==================== alu_muldiv
### Cell classes on the final placement, alu_muldiv

Fill, decap, tap and diode cells in gray.
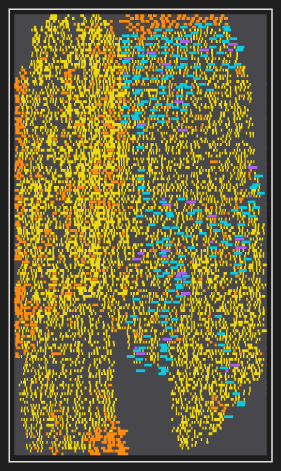

## src/rtl/alu_muldiv.sv

```systemverilog
// Single-cycle ALU with an iterative multiply/divide unit that writes a HI/LO register pair.
// Multiply and divide each take WIDTH shift-add or restoring-subtract steps on operand magnitudes.
module alu_muldiv #(
  parameter int WIDTH = 32,
  parameter int SHW   = $clog2(WIDTH)
) (
  input  logic             clk,
  input  logic             reset,
  input  logic [WIDTH-1:0] operand0,
  input  logic [WIDTH-1:0] operand1,
  input  logic [SHW-1:0]   shamt,
  input  logic [3:0]       control,
  input  logic             start,
  input  logic             hi_wr,
  input  logic             lo_wr,
  output logic [WIDTH-1:0] result,
  output logic             zero,
  output logic             overflow,
  output logic [WIDTH-1:0] hi,
  output logic [WIDTH-1:0] lo,
  output logic             busy,
  output logic             done,
  output logic             div_by_zero
);

  localparam int CW = $clog2(WIDTH);

  localparam logic [1:0] IDLE = 2'd0;
  localparam logic [1:0] CALC = 2'd1;
  localparam logic [1:0] FIX  = 2'd2;

  logic [1:0]         state;
  logic [CW-1:0]      cnt;
  logic [2*WIDTH-1:0] prod;
  logic [WIDTH-1:0]   dvs;
  logic [WIDTH-1:0]   op0_q;
  logic               is_div;
  logic               neg_q;
  logic               neg_r;
  logic               dbz_q;

  // ---------------- combinational ALU ----------------
  logic [WIDTH-1:0] sum_ab;
  logic [WIDTH-1:0] diff_ab;

  assign sum_ab  = operand0 + operand1;
  assign diff_ab = operand0 - operand1;

  always_comb begin
    result   = '0;
    overflow = 1'b0;
    case (control)
      4'd0:  result = operand0 & operand1;
      4'd1:  result = operand0 | operand1;
      4'd2:  result = operand0 ^ operand1;
      4'd3:  result = ~(operand0 | operand1);
      4'd4:  result = sum_ab;
      4'd5: begin
        result   = sum_ab;
        overflow = (operand0[WIDTH-1] == operand1[WIDTH-1]) &&
                   (sum_ab[WIDTH-1] != operand0[WIDTH-1]);
      end
      4'd6:  result = diff_ab;
      4'd7: begin
        result   = diff_ab;
        overflow = (operand0[WIDTH-1] != operand1[WIDTH-1]) &&
                   (diff_ab[WIDTH-1] != operand0[WIDTH-1]);
      end
      4'd8:  result = {{(WIDTH-1){1'b0}}, ($signed(operand0) < $signed(operand1))};
      4'd9:  result = operand1 << shamt;
      4'd10: result = operand1 >> shamt;
      4'd11: result = WIDTH'($signed(operand1) >>> shamt);
      default: result = '0;
    endcase
  end

  assign zero = (result == '0);

  // ---------------- iterative multiply / divide ----------------
  logic             accept;
  logic             sgn;
  logic             a_neg;
  logic             b_neg;
  logic [WIDTH-1:0] abs_a;
  logic [WIDTH-1:0] abs_b;

  assign accept = start && (control[3:2] == 2'b11) && (state == IDLE);
  assign sgn    = ~control[0];
  assign a_neg  = sgn & operand0[WIDTH-1];
  assign b_neg  = sgn & operand1[WIDTH-1];
  assign abs_a  = a_neg ? (~operand0 + 1'b1) : operand0;
  assign abs_b  = b_neg ? (~operand1 + 1'b1) : operand1;

  // prod holds {partial product, multiplier} for multiply and {remainder, quotient} for divide
  logic [WIDTH:0]     mac;
  logic [WIDTH:0]     shifted;
  logic [WIDTH:0]     trial;
  logic [2*WIDTH-1:0] next_prod;

  always_comb begin
    mac     = {1'b0, prod[2*WIDTH-1:WIDTH]} + (prod[0] ? {1'b0, dvs} : '0);
    shifted = {prod[2*WIDTH-1:WIDTH], prod[WIDTH-1]};
    trial   = shifted - {1'b0, dvs};
    if (!is_div)
      next_prod = {mac, prod[WIDTH-1:1]};
    else if (trial[WIDTH])
      next_prod = {shifted[WIDTH-1:0], prod[WIDTH-2:0], 1'b0};
    else
      next_prod = {trial[WIDTH-1:0], prod[WIDTH-2:0], 1'b1};
  end

  logic [2*WIDTH-1:0] prod_neg;
  logic [WIDTH-1:0]   quo_fix;
  logic [WIDTH-1:0]   rem_fix;

  assign prod_neg = ~prod + 1'b1;
  assign quo_fix  = neg_q ? (~prod[WIDTH-1:0] + 1'b1) : prod[WIDTH-1:0];
  assign rem_fix  = neg_r ? (~prod[2*WIDTH-1:WIDTH] + 1'b1) : prod[2*WIDTH-1:WIDTH];

  always_ff @(posedge clk) begin
    if (reset) begin
      state       <= IDLE;
      cnt         <= '0;
      prod        <= '0;
      dvs         <= '0;
      op0_q       <= '0;
      is_div      <= 1'b0;
      neg_q       <= 1'b0;
      neg_r       <= 1'b0;
      dbz_q       <= 1'b0;
      hi          <= '0;
      lo          <= '0;
      done        <= 1'b0;
      div_by_zero <= 1'b0;
    end else begin
      done        <= 1'b0;
      div_by_zero <= 1'b0;
      case (state)
        IDLE: begin
          if (accept) begin
            state  <= CALC;
            cnt    <= '0;
            is_div <= control[1];
            neg_q  <= a_neg ^ b_neg;
            neg_r  <= a_neg;
            dbz_q  <= control[1] && (operand1 == '0);
            op0_q  <= operand0;
            if (control[1]) begin
              prod <= {{WIDTH{1'b0}}, abs_a};
              dvs  <= abs_b;
            end else begin
              prod <= {{WIDTH{1'b0}}, abs_b};
              dvs  <= abs_a;
            end
          end else begin
            if (hi_wr) hi <= operand0;
            if (lo_wr) lo <= operand0;
          end
        end
        CALC: begin
          prod <= next_prod;
          cnt  <= cnt + 1'b1;
          if (cnt == '1) state <= FIX;
        end
        FIX: begin
          state <= IDLE;
          done  <= 1'b1;
          if (!is_div) begin
            {hi, lo} <= neg_q ? prod_neg : prod;
          end else if (dbz_q) begin
            hi          <= op0_q;
            lo          <= '1;
            div_by_zero <= 1'b1;
          end else begin
            hi <= rem_fix;
            lo <= quo_fix;
          end
        end
        default: state <= IDLE;
      endcase
    end
  end

  assign busy = (state != IDLE);

endmodule

```

## config.mk

```make
export PLATFORM = sky130hd
export DESIGN_NAME = alu_muldiv
export DESIGN_NICKNAME = d
export VERILOG_FILES = /design/src/rtl/alu_muldiv.sv
export SDC_FILE = /design/constraint.sdc
export NUM_CORES = 2
export LEC_CHECK = 0
export ABC_AREA = 1
export CAP_MARGIN = 20
export CELL_PAD_IN_SITES_DETAIL_PLACEMENT = 1
export CELL_PAD_IN_SITES_GLOBAL_PLACEMENT = 2
export CORE_ASPECT_RATIO = 1.75
export CORE_MARGIN = 4
export CORE_UTILIZATION = 29
export DETAILED_ROUTE_END_ITERATION = 6
export GPL_TIMING_DRIVEN = 0
export PLACE_DENSITY = 0.84
export SYNTH_ARGS = -nofsm -noshare
export SYNTH_HDL_FRONTEND = slang
export SYNTH_SLANG_ARGS = --single-unit
```

## constraint.sdc

```tcl
create_clock -name clk -period 3.2 [get_ports clk]
set_clock_uncertainty 0.15 [all_clocks]
set_input_delay 0.64 -clock clk [delete_from_list [all_inputs] [get_ports clk]]
set_output_delay 0.64 -clock clk [all_outputs]
set_load 0.01 [all_outputs]
```

==================== usb3_scramble_gen
===== config.mk =====
export PLATFORM = sky130hd
export DESIGN_NAME = usb3_scramble_gen
export DESIGN_NICKNAME = d
export VERILOG_FILES = /design/src/rtl/usb3_scramble_gen.sv
export SDC_FILE = /design/constraint.sdc
export NUM_CORES = 1
export LEC_CHECK = 0
export ABC_AREA = 1
export CORE_MARGIN = 5
export CORE_UTILIZATION = 52
export CTS_CLUSTER_SIZE = 16
export DETAILED_ROUTE_END_ITERATION = 16
export PLACE_DENSITY = 0.78
export SLEW_MARGIN = 20
export SYNTH_ARGS = -nofsm -noshare
export SYNTH_HDL_FRONTEND = slang
export SYNTH_SLANG_ARGS = --single-unit

===== constraint.sdc =====
create_clock -name local_clk -period 3.5 [get_ports local_clk]
set_clock_uncertainty 0.15 [all_clocks]
set_input_delay 0.525 -clock local_clk [delete_from_list [all_inputs] [get_ports local_clk]]
set_output_delay 0.525 -clock local_clk [all_outputs]
set_load 0.005 [all_outputs]

===== src/rtl/usb3_scramble_gen.sv =====
// ----------------------------------------------------------------------------
// usb3_scramble_gen
//
// USB 3.0 transmit scrambler with SKP ordered-set scheduling. It sits between
// the link-layer TX mux and the 8b/10b encoder / PIPE TX interface.
//   - D symbols are XORed with the USB 3.0 LFSR (X^16+X^5+X^4+X^3+1, Galois).
//     COM reseeds the LFSR, SKP holds it, and other K symbols advance it.
//   - Transmitted symbols are counted. Every SKP_INTERVAL symbols one SKP
//     ordered set is queued, up to SKP_QMAX sets.
//   - Queued sets are sent as all-SKP beats in cycles with no transfer.
//
// Optional feature macro: USB3_SKP_FORCE_EN
//   defined   : raw_ready drops while the queue is saturated, so a SKP beat is
//               forced into continuous traffic.
//   undefined : raw_ready is constant 1. Requests beyond SKP_QMAX are dropped
//               and flagged on err_overflow.
//
// Parameters
//   BYTES        symbols per beat (2 or 4)
//   SKP_INTERVAL symbols between SKP requests (8..65535)
//   SKP_QMAX     maximum queued SKP ordered sets (1..7)
//   LFSR_SEED    LFSR value after reset, on COM, and while disabled
//
// Ports
//   local_clk     in   clock
//   reset_n       in   asynchronous active-low reset
//   enable        in   scrambling / SKP scheduling active (low = bypass)
//   skp_inhibit   in   suppresses SKP injection and forced stalls
//   raw_data      in   8*BYTES input symbols, byte 0 transmitted first
//   raw_datak     in   K flag per input byte
//   raw_valid     in   input beat valid
//   raw_ready     out  block accepts a beat
//   proc_data     out  scrambled symbols (registered)
//   proc_datak    out  K flags out (registered)
//   proc_valid    out  output beat valid (registered)
//   proc_skp      out  output beat is an injected SKP beat (registered)
//   skp_queued    out  SKP ordered sets waiting in the queue
//   err_overflow  out  one-cycle pulse when a SKP request is dropped
// ----------------------------------------------------------------------------
module usb3_scramble_gen #(
   parameter int unsigned BYTES        = 4,
   parameter int unsigned SKP_INTERVAL = 80,
   parameter int unsigned SKP_QMAX     = 4,
   parameter logic [15:0] LFSR_SEED    = 16'hFFFF
) (
   input  logic               local_clk,
   input  logic               reset_n,
   input  logic               enable,
   input  logic               skp_inhibit,
   input  logic [8*BYTES-1:0] raw_data,
   input  logic [BYTES-1:0]   raw_datak,
   input  logic               raw_valid,
   output logic               raw_ready,
   output logic [8*BYTES-1:0] proc_data,
   output logic [BYTES-1:0]   proc_datak,
   output logic               proc_valid,
   output logic               proc_skp,
   output logic [2:0]         skp_queued,
   output logic               err_overflow
);

   localparam int unsigned W         = 8 * BYTES;
   localparam logic [7:0]  K_COM     = 8'hBC;   // K28.5
   localparam logic [7:0]  K_SKP     = 8'h3C;   // K28.1
   // One ordered set is two SKP symbols, so a beat carries BYTES/2 sets.
   localparam logic [2:0]  SETS_BEAT = 3'(BYTES / 2);
   localparam logic [2:0]  QMAX      = 3'(SKP_QMAX);

   // Eight serial steps of the Galois LFSR: shift left, feedback into 0,3,4,5.
   function automatic logic [15:0] lfsr_adv8(input logic [15:0] s);
      logic [15:0] t;
      t = s;
      for (int b = 0; b < 8; b++) begin
         t = {t[14:0], 1'b0} ^ (t[15] ? 16'h0039 : 16'h0000);
      end
      return t;
   endfunction

   // Scrambling byte: data bit b is XORed with LFSR bit 15-b.
   function automatic logic [7:0] lfsr_byte(input logic [15:0] s);
      logic [7:0] r;
      for (int b = 0; b < 8; b++) begin
         r[b] = s[15-b];
      end
      return r;
   endfunction

   // ---------------------------------------------------------------------
   // State
   // ---------------------------------------------------------------------
   logic [15:0]  lfsr_q,       lfsr_d;
   logic [15:0]  cnt_q,        cnt_d;
   logic [2:0]   q_q,          q_d;
   logic [W-1:0] data_q,       data_d;
   logic [BYTES-1:0] datak_q,  datak_d;
   logic         valid_q,      valid_d;
   logic         skp_q,        skp_d;
   logic         ovf_q,        ovf_d;

   // Combinational helpers
   logic [W-1:0] scr_data;
   logic [15:0]  lfsr_chain;
   logic         transfer;
   logic         inject;
   logic         inc;
   logic [2:0]   dec;
   logic [16:0]  cnt_sum;
   logic [3:0]   q_sum;

`ifdef USB3_SKP_FORCE_EN
   // Saturated queue stalls the source so that a SKP beat can be forced in.
   assign raw_ready = !(enable && (q_q == QMAX) && !skp_inhibit);
`else
   assign raw_ready = 1'b1;
`endif

   assign transfer = raw_valid && raw_ready;
   // A stalled cycle also counts as "no transfer", so a forced stall
   // with a non-empty queue becomes an injection beat.
   assign inject   = enable && (q_q != 3'd0) && !skp_inhibit && !transfer;

   // ---------------------------------------------------------------------
   // Per-lane scrambler, lane state chained in ascending byte order
   // ---------------------------------------------------------------------
   // NOTE: combinational blocks use blocking '=' and give every output a
   // default first, so the chained value flows lane to lane and no latch
   // is inferred on any path.
   always_comb begin
      logic [15:0] st;
      st       = lfsr_q;
      scr_data = raw_data;
      for (int i = 0; i < BYTES; i++) begin
         if (raw_datak[i]) begin
            if (raw_data[8*i +: 8] == K_COM) begin
               st = LFSR_SEED;
            end else if (raw_data[8*i +: 8] != K_SKP) begin
               st = lfsr_adv8(st);
            end
         end else begin
            scr_data[8*i +: 8] = raw_data[8*i +: 8] ^ lfsr_byte(st);
            st = lfsr_adv8(st);
         end
      end
      lfsr_chain = st;
   end

   // ---------------------------------------------------------------------
   // Symbol counter, SKP queue and output beat selection
   // ---------------------------------------------------------------------
   always_comb begin
      lfsr_d  = lfsr_q;
      cnt_d   = cnt_q;
      q_d     = q_q;
      data_d  = data_q;     // idle beats keep the last data on the bus
      datak_d = datak_q;
      valid_d = 1'b0;
      skp_d   = 1'b0;
      ovf_d   = 1'b0;
      inc     = 1'b0;
      dec     = 3'd0;
      cnt_sum = {1'b0, cnt_q} + 17'(BYTES);
      q_sum   = {1'b0, q_q};

      if (!enable) begin
         // Bypass: pass beats through and park the scheduler.
         lfsr_d = LFSR_SEED;
         cnt_d  = 16'd0;
         q_d    = 3'd0;
         if (raw_valid) begin
            data_d  = raw_data;
            datak_d = raw_datak;
            valid_d = 1'b1;
         end
      end else begin
         if (transfer) begin
            lfsr_d  = lfsr_chain;
            data_d  = scr_data;
            datak_d = raw_datak;
            valid_d = 1'b1;
            if (cnt_sum >= 17'(SKP_INTERVAL)) begin
               cnt_d = 16'(cnt_sum - 17'(SKP_INTERVAL));
               inc   = 1'b1;
            end else begin
               cnt_d = cnt_sum[15:0];
            end
         end else if (inject) begin
            // A lone set on a 4-byte beat still fills the whole beat.
            dec     = (q_q < SETS_BEAT) ? q_q : SETS_BEAT;
            data_d  = {BYTES{K_SKP}};
            datak_d = '1;
            valid_d = 1'b1;
            skp_d   = 1'b1;
         end

         // dec never exceeds q_q, so the difference cannot underflow.
         q_sum = {1'b0, q_q} - {1'b0, dec} + {3'b000, inc};
         if (q_sum > {1'b0, QMAX}) begin
            q_d   = QMAX;
            ovf_d = 1'b1;
         end else begin
            q_d = q_sum[2:0];
         end
      end
   end

   // NOTE: sequential state uses non-blocking '<=' only, so every register
   // samples the pre-edge values regardless of statement order.
   always_ff @(posedge local_clk or negedge reset_n) begin
      if (!reset_n) begin
         lfsr_q  <= LFSR_SEED;
         cnt_q   <= 16'd0;
         q_q     <= 3'd0;
         data_q  <= '0;
         datak_q <= '0;
         valid_q <= 1'b0;
         skp_q   <= 1'b0;
         ovf_q   <= 1'b0;
      end else begin
         lfsr_q  <= lfsr_d;
         cnt_q   <= cnt_d;
         q_q     <= q_d;
         data_q  <= data_d;
         datak_q <= datak_d;
         valid_q <= valid_d;
         skp_q   <= skp_d;
         ovf_q   <= ovf_d;
      end
   end

   assign proc_data    = data_q;
   assign proc_datak   = datak_q;
   assign proc_valid   = valid_q;
   assign proc_skp     = skp_q;
   assign skp_queued   = q_q;
   assign err_overflow = ovf_q;

endmodule


==================== ks_data_path_p
`src/rtl/k_and_s_pkg.sv`:
```
// Shared types and opcode encodings for the K&S data path.
package k_and_s_pkg;

    typedef enum logic [3:0] {
        I_NOP, I_BRANCH, I_BZERO, I_BNEG, I_BNNEG, I_BNZERO,
        I_LOAD, I_STORE, I_MOVE, I_ADD, I_SUB, I_AND, I_OR, I_HALT
    } decoded_instruction_type;

    typedef enum logic [1:0] {
        ALU_OR  = 2'd0,
        ALU_ADD = 2'd1,
        ALU_SUB = 2'd2,
        ALU_AND = 2'd3
    } alu_op_t;

    localparam logic [7:0] OP_NOP    = 8'h00;
    localparam logic [7:0] OP_BRANCH = 8'h01;
    localparam logic [7:0] OP_BZERO  = 8'h02;
    localparam logic [7:0] OP_BNEG   = 8'h03;
    localparam logic [7:0] OP_BNNEG  = 8'h0A;
    localparam logic [7:0] OP_BNZERO = 8'h0B;
    localparam logic [7:0] OP_LOAD   = 8'h81;
    localparam logic [7:0] OP_STORE  = 8'h82;
    localparam logic [7:0] OP_MOVE   = 8'h91;
    localparam logic [7:0] OP_ADD    = 8'hA1;
    localparam logic [7:0] OP_SUB    = 8'hA2;
    localparam logic [7:0] OP_AND    = 8'hA3;
    localparam logic [7:0] OP_OR     = 8'hA4;
    localparam logic [7:0] OP_HALT   = 8'hFF;

endpackage

```
`src/rtl/ks_alu.sv`:
```
// Combinational ALU: OR/ADD/SUB/AND with zero, negative and overflow flags.
module ks_alu
    import k_and_s_pkg::*;
#(
    parameter int DATA_W = 16
) (
    input  logic [DATA_W-1:0] a,
    input  logic [DATA_W-1:0] b,
    input  alu_op_t           op,
    output logic [DATA_W-1:0] result,
    output logic              zero,
    output logic              neg,
    output logic              unsigned_overflow,
    output logic              signed_overflow
);

    logic [DATA_W:0] sum;

    assign sum = {1'b0, a} + {1'b0, b};

    always_comb begin
        result            = '0;
        unsigned_overflow = 1'b0;
        signed_overflow   = 1'b0;
        unique case (op)
            ALU_OR:  result = a | b;
            ALU_ADD: begin
                result            = sum[DATA_W-1:0];
                unsigned_overflow = sum[DATA_W];
                signed_overflow   = (a[DATA_W-1] == b[DATA_W-1]) &&
                                    (result[DATA_W-1] != a[DATA_W-1]);
            end
            ALU_SUB: begin
                result            = a - b;
                unsigned_overflow = (a < b);
                signed_overflow   = (a[DATA_W-1] != b[DATA_W-1]) &&
                                    (result[DATA_W-1] != a[DATA_W-1]);
            end
            ALU_AND: result = a & b;
            default: result = '0;
        endcase
    end

    assign zero = (result == '0);
    assign neg  = result[DATA_W-1];

endmodule

```
`src/rtl/ks_data_path_p.sv`:
```
// K&S data path: PC, IR, decoder, register file, ALU and flags register.
module ks_data_path_p
    import k_and_s_pkg::*;
#(
    parameter int DATA_W = 16,
    parameter int ADDR_W = 5,
    parameter int REG_AW = 2
) (
    input  logic                    clk,
    input  logic                    rst_n,
    input  logic                    branch,
    input  logic                    pc_enable,
    input  logic                    ir_enable,
    input  logic                    addr_sel,
    input  logic                    c_sel,
    input  logic [1:0]              operation,
    input  logic                    write_reg_enable,
    input  logic                    flags_reg_enable,
    output decoded_instruction_type decoded_instruction,
    output logic                    zero_op,
    output logic                    neg_op,
    output logic                    unsigned_overflow,
    output logic                    signed_overflow,
    output logic [ADDR_W-1:0]       ram_addr,
    output logic [DATA_W-1:0]       data_out,
    input  logic [DATA_W-1:0]       data_in
);

    localparam int NREG    = 2 ** REG_AW;
    // Only the opcode and the low operand bits are ever decoded, so the IR keeps just those.
    localparam int FIELD_W = (ADDR_W + REG_AW > 3 * REG_AW) ? ADDR_W + REG_AW : 3 * REG_AW;

    logic [7:0]         ir_op;
    logic [FIELD_W-1:0] ir_field;
    logic [ADDR_W-1:0]  pc;
    logic [ADDR_W-1:0]  mem_addr;
    logic [REG_AW-1:0]  a_addr, b_addr, c_addr;
    logic [DATA_W-1:0]  regs [NREG];
    logic [DATA_W-1:0]  bus_a, bus_b, bus_c, alu_result;
    logic               alu_zero, alu_neg, alu_uov, alu_sov;

    always_comb begin
        decoded_instruction = I_NOP;
        unique case (ir_op)
            OP_BRANCH: decoded_instruction = I_BRANCH;
            OP_BZERO:  decoded_instruction = I_BZERO;
            OP_BNEG:   decoded_instruction = I_BNEG;
            OP_BNNEG:  decoded_instruction = I_BNNEG;
            OP_BNZERO: decoded_instruction = I_BNZERO;
            OP_LOAD:   decoded_instruction = I_LOAD;
            OP_STORE:  decoded_instruction = I_STORE;
            OP_MOVE:   decoded_instruction = I_MOVE;
            OP_ADD:    decoded_instruction = I_ADD;
            OP_SUB:    decoded_instruction = I_SUB;
            OP_AND:    decoded_instruction = I_AND;
            OP_OR:     decoded_instruction = I_OR;
            OP_HALT:   decoded_instruction = I_HALT;
            default:   decoded_instruction = I_NOP;
        endcase
    end

    always_comb begin
        a_addr   = '0;
        b_addr   = '0;
        c_addr   = '0;
        mem_addr = '0;
        unique case (decoded_instruction)
            I_LOAD: begin
                c_addr   = ir_field[ADDR_W +: REG_AW];
                mem_addr = ir_field[ADDR_W-1:0];
            end
            I_STORE: begin
                a_addr   = ir_field[ADDR_W +: REG_AW];
                mem_addr = ir_field[ADDR_W-1:0];
            end
            I_BRANCH, I_BZERO, I_BNEG, I_BNNEG, I_BNZERO: begin
                mem_addr = ir_field[ADDR_W-1:0];
            end
            I_MOVE: begin
                a_addr = ir_field[0 +: REG_AW];
                b_addr = ir_field[0 +: REG_AW];
                c_addr = ir_field[REG_AW +: REG_AW];
            end
            I_ADD, I_SUB, I_AND, I_OR: begin
                a_addr = ir_field[0 +: REG_AW];
                b_addr = ir_field[REG_AW +: REG_AW];
                c_addr = ir_field[2*REG_AW +: REG_AW];
            end
            default: begin
                a_addr = '0;
            end
        endcase
    end

    assign bus_a    = regs[a_addr];
    assign bus_b    = regs[b_addr];
    assign bus_c    = c_sel ? data_in : alu_result;
    assign data_out = bus_a;
    assign ram_addr = addr_sel ? pc : mem_addr;

    ks_alu #(.DATA_W(DATA_W)) u_alu (
        .a                 (bus_a),
        .b                 (bus_b),
        .op                (alu_op_t'(operation)),
        .result            (alu_result),
        .zero              (alu_zero),
        .neg               (alu_neg),
        .unsigned_overflow (alu_uov),
        .signed_overflow   (alu_sov)
    );

    always_ff @(posedge clk or negedge rst_n) begin
        if (!rst_n) begin
            ir_op    <= '0;
            ir_field <= '0;
        end else if (ir_enable) begin
            ir_op    <= data_in[DATA_W-1 -: 8];
            ir_field <= data_in[FIELD_W-1:0];
        end
    end

    always_ff @(posedge clk or negedge rst_n) begin
        if (!rst_n) begin
            pc <= '0;
        end else if (pc_enable) begin
            pc <= branch ? mem_addr : pc + ADDR_W'(1);
        end
    end

    // c_addr comes from the IR held before this edge, so a simultaneous IR load cannot redirect the write.
    always_ff @(posedge clk or negedge rst_n) begin
        if (!rst_n) begin
            for (int i = 0; i < NREG; i++) regs[i] <= '0;
        end else if (write_reg_enable) begin
            regs[c_addr] <= bus_c;
        end
    end

    always_ff @(posedge clk or negedge rst_n) begin
        if (!rst_n) begin
            zero_op           <= 1'b0;
            neg_op            <= 1'b0;
            unsigned_overflow <= 1'b0;
            signed_overflow   <= 1'b0;
        end else if (flags_reg_enable) begin
            zero_op           <= alu_zero;
            neg_op            <= alu_neg;
            unsigned_overflow <= alu_uov;
            signed_overflow   <= alu_sov;
        end
    end

endmodule

```
`config.mk`:
```
export PLATFORM = sky130hd
export DESIGN_NAME = ks_data_path_p
export DESIGN_NICKNAME = d
export VERILOG_FILES = /design/src/rtl/k_and_s_pkg.sv /design/src/rtl/ks_alu.sv /design/src/rtl/ks_data_path_p.sv
export SDC_FILE = /design/constraint.sdc
export NUM_CORES = 1
export LEC_CHECK = 0
export CORE_MARGIN = 2
export CORE_UTILIZATION = 60
export CTS_BUF_LIST = sky130_fd_sc_hd__clkbuf_8
export DETAILED_ROUTE_END_ITERATION = 12
export PLACE_DENSITY = 0.82
export SYNTH_ARGS = -nofsm -noshare
export SYNTH_HDL_FRONTEND = slang
export SYNTH_HIERARCHICAL = 1
export SYNTH_SLANG_ARGS = --single-unit
```
`constraint.sdc`:
```
create_clock -name clk -period 5.7 [get_ports clk]
set_input_delay 1.14 -clock clk [delete_from_list [all_inputs] [get_ports clk]]
set_output_delay 1.14 -clock clk [all_outputs]
set_load 0.03 [all_outputs]
```
==================== seq_gen_serial
$ cat config.mk
export PLATFORM = sky130hd
export DESIGN_NAME = seq_gen_serial
export DESIGN_NICKNAME = d
export VERILOG_FILES = /design/src/rtl/seq_gen_pkg.sv /design/src/rtl/seq_gen_shreg.sv /design/src/rtl/seq_gen_serial.sv
export SDC_FILE = /design/constraint.sdc
export NUM_CORES = 1
export LEC_CHECK = 0
export CAP_MARGIN = 30
export CORE_AREA = 2 2 47 71
export DETAILED_ROUTE_END_ITERATION = 12
export DIE_AREA = 0 0 49 73
export PLACE_DENSITY = 0.64
export SYNTH_ARGS = -nofsm -noshare
export SYNTH_HDL_FRONTEND = slang
export SYNTH_SLANG_ARGS = --single-unit
$ cat constraint.sdc
create_clock -name clk -period 1.3 [get_ports clk]
set_input_delay 0.26 -clock clk [delete_from_list [all_inputs] [get_ports clk]]
set_output_delay 0.26 -clock clk [all_outputs]
set_load 0.03 [all_outputs]
$ cat src/rtl/seq_gen_pkg.sv
// Shared state encoding and default widths for the serial pattern generator.
package seq_gen_pkg;

    localparam logic [1:0] ST_IDLE  = 2'b00;
    localparam logic [1:0] ST_SHIFT = 2'b01;
    localparam logic [1:0] ST_DONE  = 2'b10;

    localparam int PAT_W_DEF = 4;
    localparam int CNT_W_DEF = 8;

endpackage

$ cat src/rtl/seq_gen_shreg.sv
// Loadable pattern register with a bit-index counter that walks MSB to LSB and
// wraps back to the MSB, so repetitions follow each other without a gap.
module seq_gen_shreg
    import seq_gen_pkg::*;
#(
    parameter int PAT_W = PAT_W_DEF
) (
    input  logic             clk,
    input  logic             rst,
    input  logic             load,
    input  logic             shift,
    input  logic [PAT_W-1:0] pat_in,
    output logic             bit_cur,
    output logic             next_bit,
    output logic             last_bit
);

    localparam int IDX_W = (PAT_W > 2) ? $clog2(PAT_W) : 1;
    localparam logic [IDX_W-1:0] IDX_TOP = IDX_W'(PAT_W - 1);

    logic [PAT_W-1:0] pat_q;
    logic [IDX_W-1:0] idx_q;

    always_ff @(posedge clk) begin
        if (rst) begin
            pat_q <= '0;
            idx_q <= '0;
        end else if (load) begin
            pat_q <= pat_in;
            idx_q <= IDX_TOP;
        end else if (shift) begin
            idx_q <= last_bit ? IDX_TOP : idx_q - IDX_W'(1);
        end
    end

    // next_bit is the bit that will be on the line after the current one.
    assign last_bit = (idx_q == '0);
    assign bit_cur  = pat_q[idx_q];
    assign next_bit = last_bit ? pat_q[PAT_W-1] : pat_q[idx_q - IDX_W'(1)];

endmodule

$ cat src/rtl/seq_gen_serial.sv
// Serial pattern transmitter: shifts a latched pattern out MSB-first, repeated
// rep_in times. Define SEQ_GEN_PARITY_EN to append an even-parity bit per repetition.
module seq_gen_serial
    import seq_gen_pkg::*;
#(
    parameter int PAT_W = PAT_W_DEF,
    parameter int CNT_W = CNT_W_DEF
) (
    input  logic             clk,
    input  logic             rst,
    input  logic             load_valid,
    output logic             load_ready,
    input  logic [PAT_W-1:0] pat_in,
    input  logic [CNT_W-1:0] rep_in,
    input  logic             stop,
    output logic             x,
    output logic             x_valid,
    output logic             busy,
    output logic             done
);

`ifdef SEQ_GEN_PARITY_EN
    localparam bit PAR_EN = 1'b1;
`else
    localparam bit PAR_EN = 1'b0;
`endif

    logic [1:0]       state;
    logic [CNT_W-1:0] rep_cnt;
    logic             par_bit;
    logic             par_phase;
    logic             sr_load;
    logic             sr_shift;
    logic             bit_cur;
    logic             next_bit;
    logic             last_bit;
    logic             rep_end;

    assign load_ready = (state == ST_IDLE);
    assign busy       = (state != ST_IDLE);
    assign sr_load    = load_ready && load_valid;
    assign sr_shift   = (state == ST_SHIFT) && !par_phase;
    // A repetition ends on bit 0, or on the parity cycle that follows it.
    assign rep_end    = PAR_EN ? par_phase : last_bit;

    seq_gen_shreg #(.PAT_W(PAT_W)) u_shreg (
        .clk      (clk),
        .rst      (rst),
        .load     (sr_load),
        .shift    (sr_shift),
        .pat_in   (pat_in),
        .bit_cur  (bit_cur),
        .next_bit (next_bit),
        .last_bit (last_bit)
    );

    always_ff @(posedge clk) begin
        if (rst) begin
            state     <= ST_IDLE;
            x         <= 1'b0;
            x_valid   <= 1'b0;
            done      <= 1'b0;
            rep_cnt   <= '0;
            par_bit   <= 1'b0;
            par_phase <= 1'b0;
        end else begin
            done <= 1'b0;
            case (state)
                ST_IDLE: begin
                    x       <= 1'b0;
                    x_valid <= 1'b0;
                    if (load_valid) begin
                        rep_cnt   <= rep_in;
                        par_bit   <= ^pat_in;
                        par_phase <= 1'b0;
                        if (rep_in == '0) begin
                            state <= ST_DONE;
                            done  <= 1'b1;
                        end else begin
                            state   <= ST_SHIFT;
                            x       <= pat_in[PAT_W-1];
                            x_valid <= 1'b1;
                        end
                    end
                end
                ST_SHIFT: begin
                    if (stop) begin
                        state     <= ST_IDLE;
                        x         <= 1'b0;
                        x_valid   <= 1'b0;
                        par_phase <= 1'b0;
                    end else if (rep_end) begin
                        rep_cnt   <= rep_cnt - CNT_W'(1);
                        par_phase <= 1'b0;
                        if (rep_cnt == CNT_W'(1)) begin
                            state   <= ST_DONE;
                            done    <= 1'b1;
                            x       <= 1'b0;
                            x_valid <= 1'b0;
                        end else begin
                            // After the parity cycle the index has already wrapped to the MSB.
                            x <= PAR_EN ? bit_cur : next_bit;
                        end
                    end else if (PAR_EN && last_bit) begin
                        par_phase <= 1'b1;
                        x         <= par_bit;
                    end else begin
                        x <= next_bit;
                    end
                end
                ST_DONE: begin
                    state   <= ST_IDLE;
                    x       <= 1'b0;
                    x_valid <= 1'b0;
                end
                default: begin
                    state   <= ST_IDLE;
                    x       <= 1'b0;
                    x_valid <= 1'b0;
                end
            endcase
        end
    end

endmodule


==> notes/layouts.md <==
Pictures saved along the way, in no particular order.

I/O nets highlighted.
panel A
The bar under the picture is 20 um long.
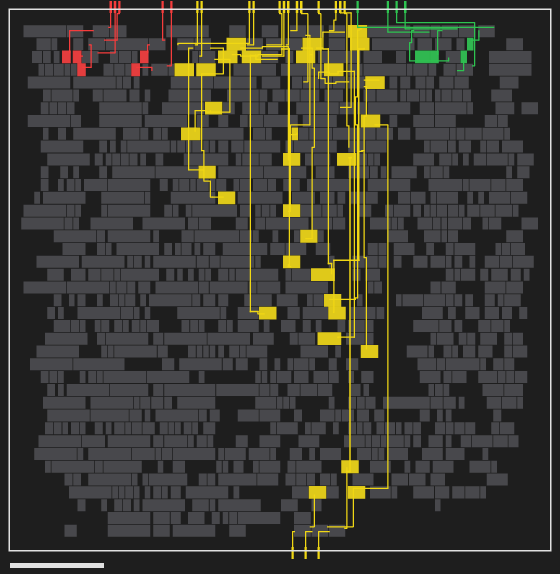
panel B
The bar under the picture is 50 um long.
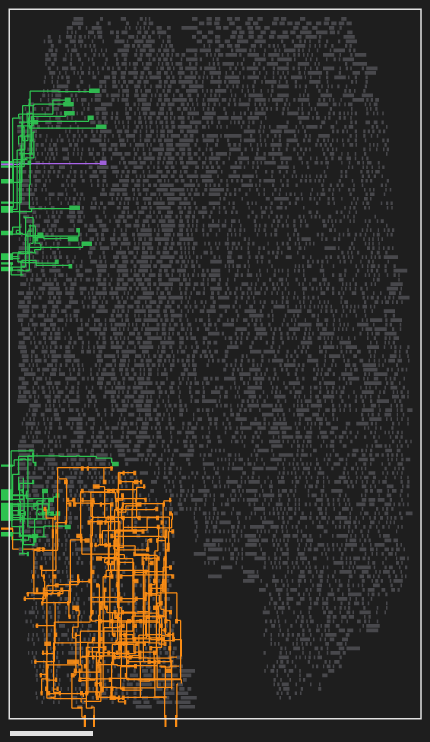
panel C
The bar under the picture is 20 um long.
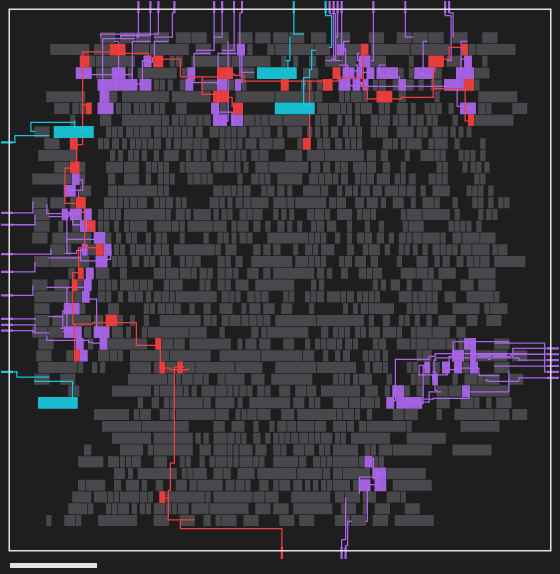
panel D
The bar under the picture is 10 um long.
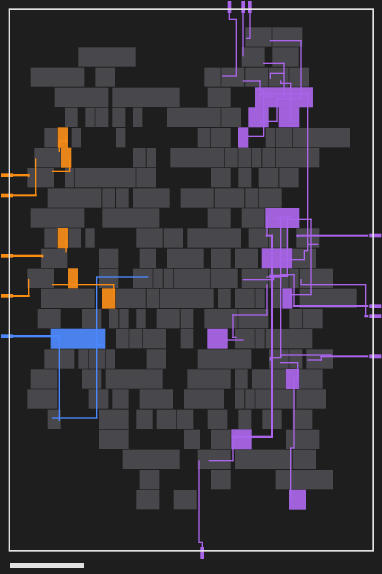
For seq_gen_serial, see panel D.
For usb3_scramble_gen, see panel C.
For ks_data_path_p, see panel A.
For alu_muldiv, see panel B.
The one with the fewest cells is panel D.

### Cell classes on the final placement, seq_gen_serial

Fill, decap, tap and diode cells in gray.
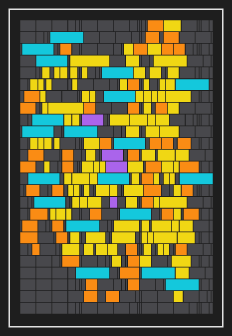
legend:
  orange:
    class: other buffers and delay cells
    cells: 48
  purple:
    class: clock drivers and dummy loads
    cells: 4
  cyan:
    class: flip-flops
    cells: 19
  yellow:
    class: all other logic
    cells: 107

==> job_summary.md, seq_gen_serial <==
### Metrics collected by this job

| Metric | Value |
|---|---|
| Final setup violation count | 8 |
| Hold depth | 4 |
| Adder share | 3.60% |
| Origin of the worst setup path | u_shreg.idx_q[0]$_SDFFE_PP0P_ |
| Yosys Chip Area | 0.00104 mm2 |
| EDFF count, synth | 0 |
| Async set-reset flop share out of synthesis | 0% |
| Slew margin rel. | 80.0% |
| CP max FO | 2 |
| Synthesized cell area | 0.00104 mm2 |
| CP startpoint kind | flip-flop |
| # rows | 25 |
| Syn-to-layout area delta | 60.6% |
| Endpoint, Worst Hold | rep_cnt[6]$_SDFFE_PP0P_ |
| Worst-case reg-to-reg path depth | 5 |
| Worst setup margin | -0.129 ns |
| Ant. Diodes | 0 |
| Core area | 0.00303 mm2 |
| Finished Cell Area | 0.00167 mm2 |
| Hold Path Class | in -> reg |
| Failing checks | setup timing |
| Commonest cells in the netlist | a21oi_1, dfxtp_1, nand2_1, inv_1, nor2_1 |
| Status | finished, violations left |
| Worst EP required | 1.43 ns |
| Cycle use final | 110% |
| Leakage | 0.000679 uW |
| Die ar. | 0.00358 mm2 |
| Share of cells above drive strength 1 | 41.6% |
| Die W | 49 um |
| DR iter-0 viols | 40 |
| Setup crit end kind | flip-flop |
-- seq_gen_serial: power breakdown --
part / internal, uW / switching [uW]
combinational: 314 / 299
clock: 213 / 197
sequential: 633 / 38.5
-- seq_gen_serial: cell type report --
cell class,instances,area (um2)
fill,298,1360
multi-input combinational,99,744
timing repair buffer,48,413
sequential,19,390
tap,40,50.0
clock buffer,3,41.3
inverter,8,30.0
clock inverter,1,5.00
-- seq_gen_serial: timing repair --
action	4_1_cts	5_1_grt
setup endpoints to repair	17	18
pin swaps	15	8
setup buffers	2	2
endpoints found under the hold margin	0	0
hold buffers	0	0
gates resized	25	20
gates cloned	1	0
-- seq_gen_serial: state kept, by name, summed over array words and instances, names as in the netlist --
signal and cells:
rep_cnt 8, u_shreg.pat_q 4, state 2, u_shreg.idx_q 2, done 1, x 1, x_valid 1
-- seq_gen_serial: worst max-delay path, stage by stage, from the launching register on --
cell and delay, ns:
dfxtp_2 0.34, inv_2 0.04, ha_4 0.26, mux4_2 0.50, nand3_2 0.08, a311oi_1 0.09
-- seq_gen_serial: metal layers --
layer  wire [um]  track usage [%]  vias up
li1            -                -      566
met1        1130             17.4      576
met2        1760             34.6       39
met3         147             3.89       11
met4         109             9.52        0
met5           0                0        -
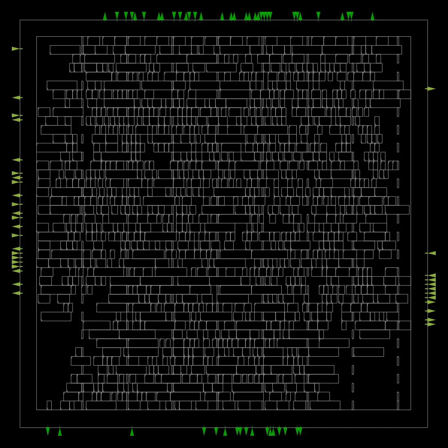
*Placement view, usb3_scramble_gen*
core area: 0.0131 mm2
non-filler instance count after layout: 1363
# rows: 42
flop count: 72
n_taps: 176

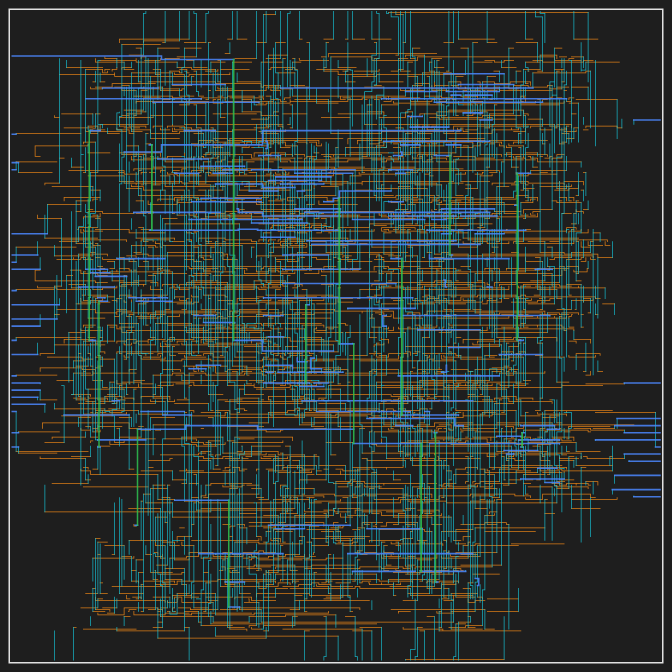
*Metal layers overlaid, usb3_scramble_gen*
legend:
  orange:
    layer: met1
    wire_length: 9780 um
  cyan:
    layer: met2
    wire_length: 9820 um
  blue:
    layer: met3
    wire_length: 1690 um
  green:
    layer: met4
    wire_length: 375 um

==> job_summary.md, usb3_scramble_gen <==
### Metrics collected by this job

| Metric | Value |
|---|---|
| Crit path kind | reg -> reg |
| EDFF count, synth | 0 |
| Max-area cell share | 20.5% |
| Nets | 1232 |
| Slew margin rel. | 37.5% |
| Total power after layout | 9130 uW |
| Peak VDD IR | 714 uV |
| Die Height | 125 um |
| Synth area leader | dfrtp_1 |
| Gp weighted congestion | 1.00 |
| GR Util met1 | 39.1% |
| DRT Wirelength | 21.7 mm |
| CTS Sinks | 72 |
| Worst EP required | 3.62 ns |
| Syn-to-layout area delta | 27.7% |
| Yosys Chip Area | 0.00685 mm2 |
| Worst setup path endpoint | skp_queued[1]$_DFF_PN0_ |
| Synth top cell by count | nand2_1 |
| Gr ovfl total | 0 |
| CTS buffer count | 9 |
| Most crowded layer after global routing | met2 |
| Io pins | 84 |
| Die W | 125 um |
| Worst EP arrival | 3.55 ns |
| Die ar. | 0.0156 mm2 |
| Async set-reset flop share out of synthesis | 100% |
| Dominant register cell | dfrtp_1 |
| Yosys warns | 0 |
| Clock-pin slew on the worst setup and hold paths | 0.06 ns |
| DP HPWL | 16.0 mm |
| Hold buffers post-CTS | 0 |
| Drt wl/cell | 15.9 um |
| Min Hold Slack | 0.176 ns |
| FP Util | 52.3% |
| Status | completed |
| Yosys stat cell total | 1052 |
| Tool Warnings | 28 |
==> usb3_scramble_gen: layout by cell type (no fill, tap or decap), drive strengths merged, types with 28 or more instances in the layout <==
master         count
o21ai             59
dfrtp             56
nand3            117
inv              130
xor2              28
buf               67
nand2            367
clkdlybuf4s50     81
a21oi             54
nor2              86
==> usb3_scramble_gen: power by group <==
group | internal, uW | switching [uW]
logic | 2560 | 4080
clock network | 720 | 386
registers | 1110 | 276
==> usb3_scramble_gen: area by class of cell <==
| class | instances | area (um2) |
|---|---|---|
| clock buffers | 10 | 239 |
| clock inverters | 6 | 115 |
| fillers | 1170 | 4340 |
| inverters | 132 | 498 |
| multi-input cells | 819 | 4520 |
| flip-flops and latches | 72 | 1820 |
| well taps | 176 | 220 |
| repair buffers | 148 | 1330 |
==> usb3_scramble_gen: metal layers <==
metal,routed length [um],part of all wire [%]
met3,1690,7.8
met5,0,0
met1,9780,45
met2,9820,45
met4,375,1.7
==> usb3_scramble_gen: per-stage QoR <==
stage	cell area, um2	std cells	utilization, %
after detailed placement	8120	1333	62.0
after global routing	8740	1363	66.8
final	8740	1363	66.8
after floorplan	6850	1053	-
after CTS	8570	1354	65.5
after global placement	8120	1333	62.0
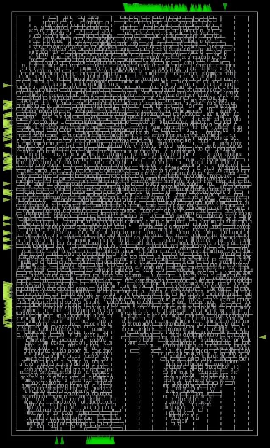
*Placement view, alu_muldiv*
n_taps: 1326
post-layout util: 40.8%

## Picture notes: 'Cell classes on the final placement' of alu_muldiv
legend:
  purple:
    class: clock drivers and dummy loads
    cells: 36
  cyan:
    class: flip-flops
    cells: 205
  orange:
    class: other buffers and delay cells
    cells: 684
  yellow:
    class: all other logic
    cells: 4957
Seq area share: 10.1%
# rows: 154
core area: 0.100 mm2
Finished Cell Area: 0.0410 mm2

==> job_summary.md, alu_muldiv <==
### Metrics collected by this job

| Metric | Value |
|---|---|
| Worst EP required | 2.41 ns |
| First-pass GRT wire length | 322 mm |
| Clock power share | 20.1% |
| Avg Cell Area, Syn | 5.42 um2 |
| Status | finished, violations left |
| Failing checks | setup timing |
| CTS Sinks | 205 |
| Synth Seq Share | 14.0% |
| Post-synthesis register bit count | 205 |
| Non-filler instance count after layout | 7209 |
| Nets | 6125 |
| Worst setup margin | -0.969 ns |
| CP max FO | 6 |
| Worst r2r dst | prod[0]$_SDFFE_PP0P_ |
| GRT Overall Usage | 42.3% |
| Post-cts sizing count | 1623 |
| Final setup violation count | 38 |
| Sw Share | 49.8% |
| Share of cells above drive strength 1 | 24.1% |
| RSZ-0062 raised after global routing | true |
| Max reg flops | 64 |
| Yosys Chip Area | 0.0293 mm2 |
| Dominant kind of cell by area | multi-input combinational cells |
| Yosys stat cell total | 5403 |
| Vias in the first global route | 43.8k |
| Share of power burned in registers | 22.3% |
| Signal inverters | 667 |
| TNS Setup | -12.95 ns |
| Crit path kind | in -> out |
| Max-Cap Viols | 0 |
| Met2 Usage GRT | 69.7% |
| Clk power | 2620 uW |
| Commonest cells in the netlist | nand2_1, inv_1, nand3_1, nor2_1, o21ai_0 |
| Initial antenna violation count | 5 |
| Non-Clock Buffer Area Fraction | 15.2% |
| Cell Int Power | 6540 uW |
| Seq group | 2910 uW |
## alu_muldiv: cell families (layout without fill, tap and decap cells)
kind of cell               Yosys count  count (layout)  share of synthesized area, %
and+or+nand+nor                   2947            2948                          42.9
AOI/OAI and AO/OA                 1062            1062                          19.8
buffers and inverters              909            1387                          12.5
DFF                                205             205                          14.0
adders and majority gates          178             178                          7.71
xor gates and xnor gates           102             102                          3.05
other                                0               1                             0
## alu_muldiv: worst max-delay path, cell delays in order
cell,delay [ns]
buf_8,0.14
inv_2,0.14
ha_1,0.38
inv_1,0.12
o21ai_1,0.32
nand2_1,0.13
nand2_2,0.15
nand2_1,0.08
nand2_1,0.12
a21oi_4,0.06
nand2_2,0.07
nand2_2,0.05
nand3_2,0.10
nand3_2,0.12
nor2_1,0.13
nand2_1,0.12
nor2_4,0.15
nand2_4,0.12
nor2_4,0.12
buf_6,0.10
## alu_muldiv: how the worst max path moves through the flow
stage / startpoint / slack (ns) / endpoint
3_3_place_gp: operand1[26] / -4.03 / zero
3_5_place_dp: operand1[30] / -4.01 / zero
4_1_cts: operand1[30] / -0.79 / zero
2_1_floorplan: operand0[1] / -0.02 / zero
6_report: operand1[21] / -0.97 / zero
5_1_grt: operand1[21] / -1.01 / zero
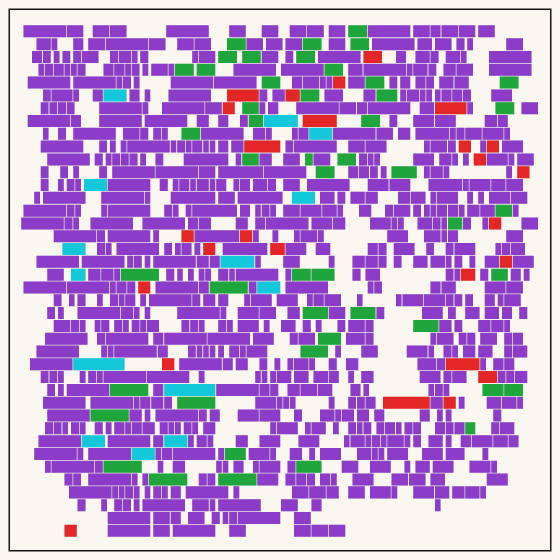
*Cells by drive strength, ks_data_path_p*
legend:
  red:
    size: drive 3 to 4
    cells: 26
  purple:
    size: drive 1 or less
    cells: 784
  green:
    size: drive 2
    cells: 48
  cyan:
    size: drive 6 and up
    cells: 14

==> job_summary.md, ks_data_path_p <==
### Metrics collected by this job

| Metric | Value |
|---|---|
| Worst EP required | 6.01 ns |
| Wl on met1 | 9.16 mm |
| Placement Cell Area | 0.00795 mm2 |
| Drt via density | 6.55 |
| Status | completed |
| Longest Clk Path Bufs | 2 |
| Core area | 0.0120 mm2 |
| Worst setup margin | 0.244 ns |
| Clk power | 467 uW |
| Post-layout util | 68.4% |
| Placed Instances | 1005 |
| Number of remaining DRC errors | 0 |
| Top Consumer | combinational cells |
| Crit path largest cell delay | 0.54 ns |
| Most crowded layer after global routing | met2 |
| Buffers, non-clock | 71 |
| Crit path max-delay family | AND-OR/OR-AND gates |
| Finished Cell Area | 0.00819 mm2 |
| Async set-reset flop share out of synthesis | 100% |
| Tool Warnings | 63 |
| Multi-In Gates | 644 |
| Hold buffers post-CTS | 0 |
| Final clock-cell share | 2.52% |
| Non-Clock Buffer Area Fraction | 8.47% |
| Slew margin rel. | 20.5% |
| GRT Overall Usage | 33.5% |
| DP HPWL | 15.9 mm |
| Nets | 953 |
| Share of cells above drive strength 1 | 10.1% |
| Yosys Chip Area | 0.00735 mm2 |
| Worst-case reg-to-reg path depth | 18 |
| EDFF count, synth | 0 |
| Hold Path Class | reg -> reg |
| Max-Cap Viols | 0 |
==> ks_data_path_p: synth_stat cells, types with 6 or more instances <==
master	number	area share, %
a31oi_1	24	2.0
mux2i_1	22	3.0
o31ai_1	6	0.61
nor2_1	40	2.0
a21oi_1	49	3.3
clkbuf_1	28	1.4
inv_1	53	2.7
mux2_2	21	3.2
o21ai_0	76	5.2
nand2_1	123	6.3
nor3_1	11	0.75
mux4_2	8	2.5
xnor2_1	14	1.7
nand2b_1	11	0.94
and3_1	6	0.51
buf_1	8	0.41
and2_1	20	1.7
mux4_1	7	2.5
a22oi_1	8	0.82
dfrtp_1	88	30
a211oi_1	17	1.7
nand3_1	11	0.75
buf_4	6	0.61
ha_1	55	9.4
buf_2	10	0.68
==> ks_data_path_p: logic make-up (layout without fill, tap and decap cells) <==
family	Yosys count	count (layout)	share of synthesized area, %
DFF	88	88	30.0
xor gates and xnor gates	18	18	2.14
adders and majority gates	57	57	9.90
buffers and inverters	112	140	6.71
muxes	59	59	11.3
and+or+nand+nor	266	266	18.0
AOI/OAI and AO/OA	244	244	22.0


==> layout pictures side by side <==
Metal layers overlaid.
(a)
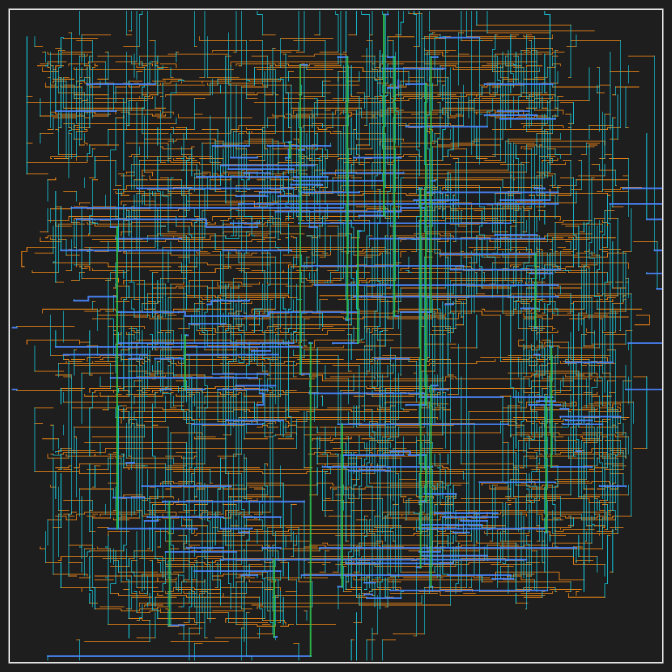
(b)
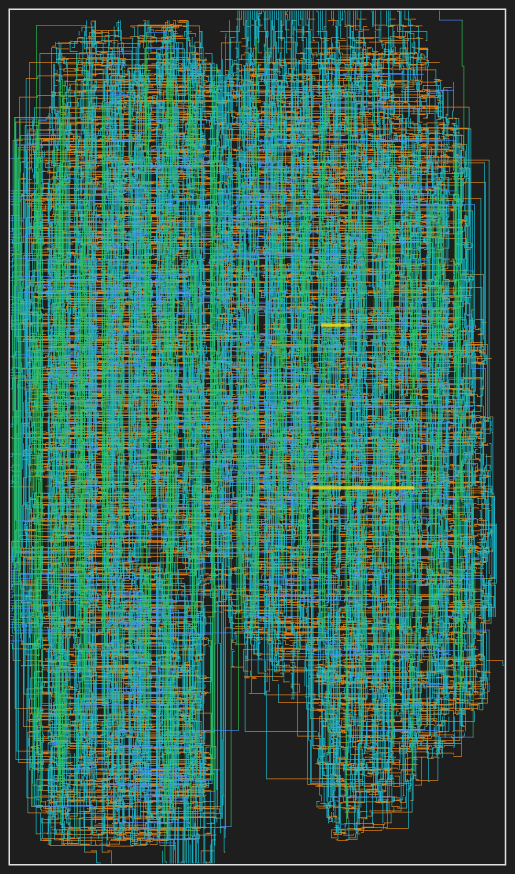
(c)
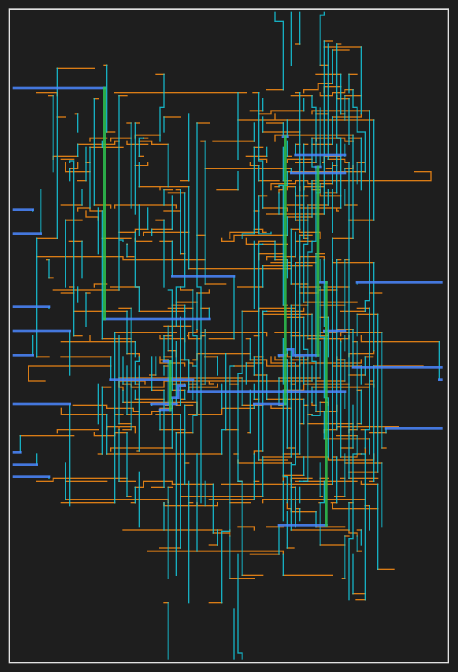
ks_data_path_p -> (a)
seq_gen_serial -> (c)
alu_muldiv -> (b)
Of these, most wire: (b)
Of these, least wire: (c)

Key to (c):
legend:
  cyan:
    layer: met2
    wire_length: 1760 um
  orange:
    layer: met1
    wire_length: 1130 um
  blue:
    layer: met3
    wire_length: 148 um
  green:
    layer: met4
    wire_length: 110 um


## Gallery

Cells by drive strength.
picture 1
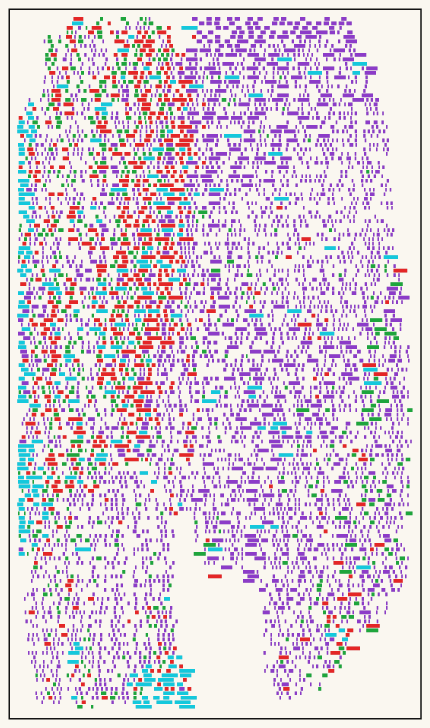
picture 2
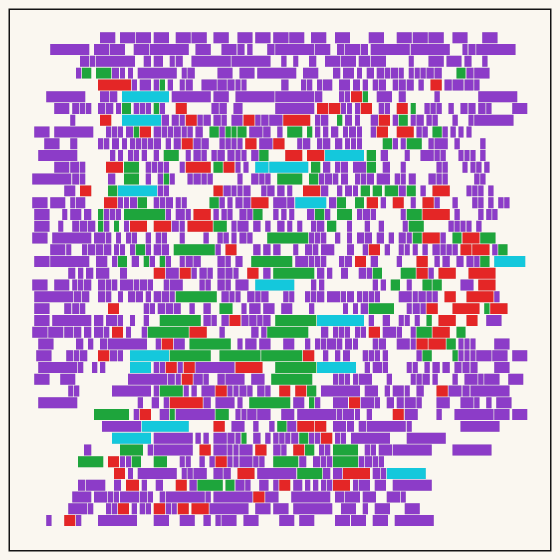
picture 3
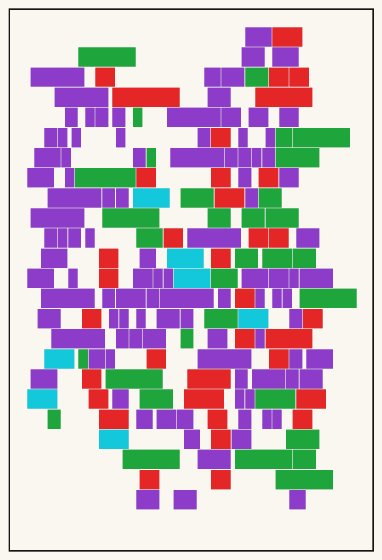
- most cells: picture 1
- fewest cells: picture 3
alu_muldiv -> picture 1
usb3_scramble_gen -> picture 2
seq_gen_serial -> picture 3

Key to picture 2:
legend:
  red:
    size: drive 3 to 4
    cells: 105
  purple:
    size: drive 1 or less
    cells: 956
  cyan:
    size: drive 6 and up
    cells: 16
  green:
    size: drive 2
    cells: 110

Power figures rest on the tool's default switching activity, not on a simulated workload.
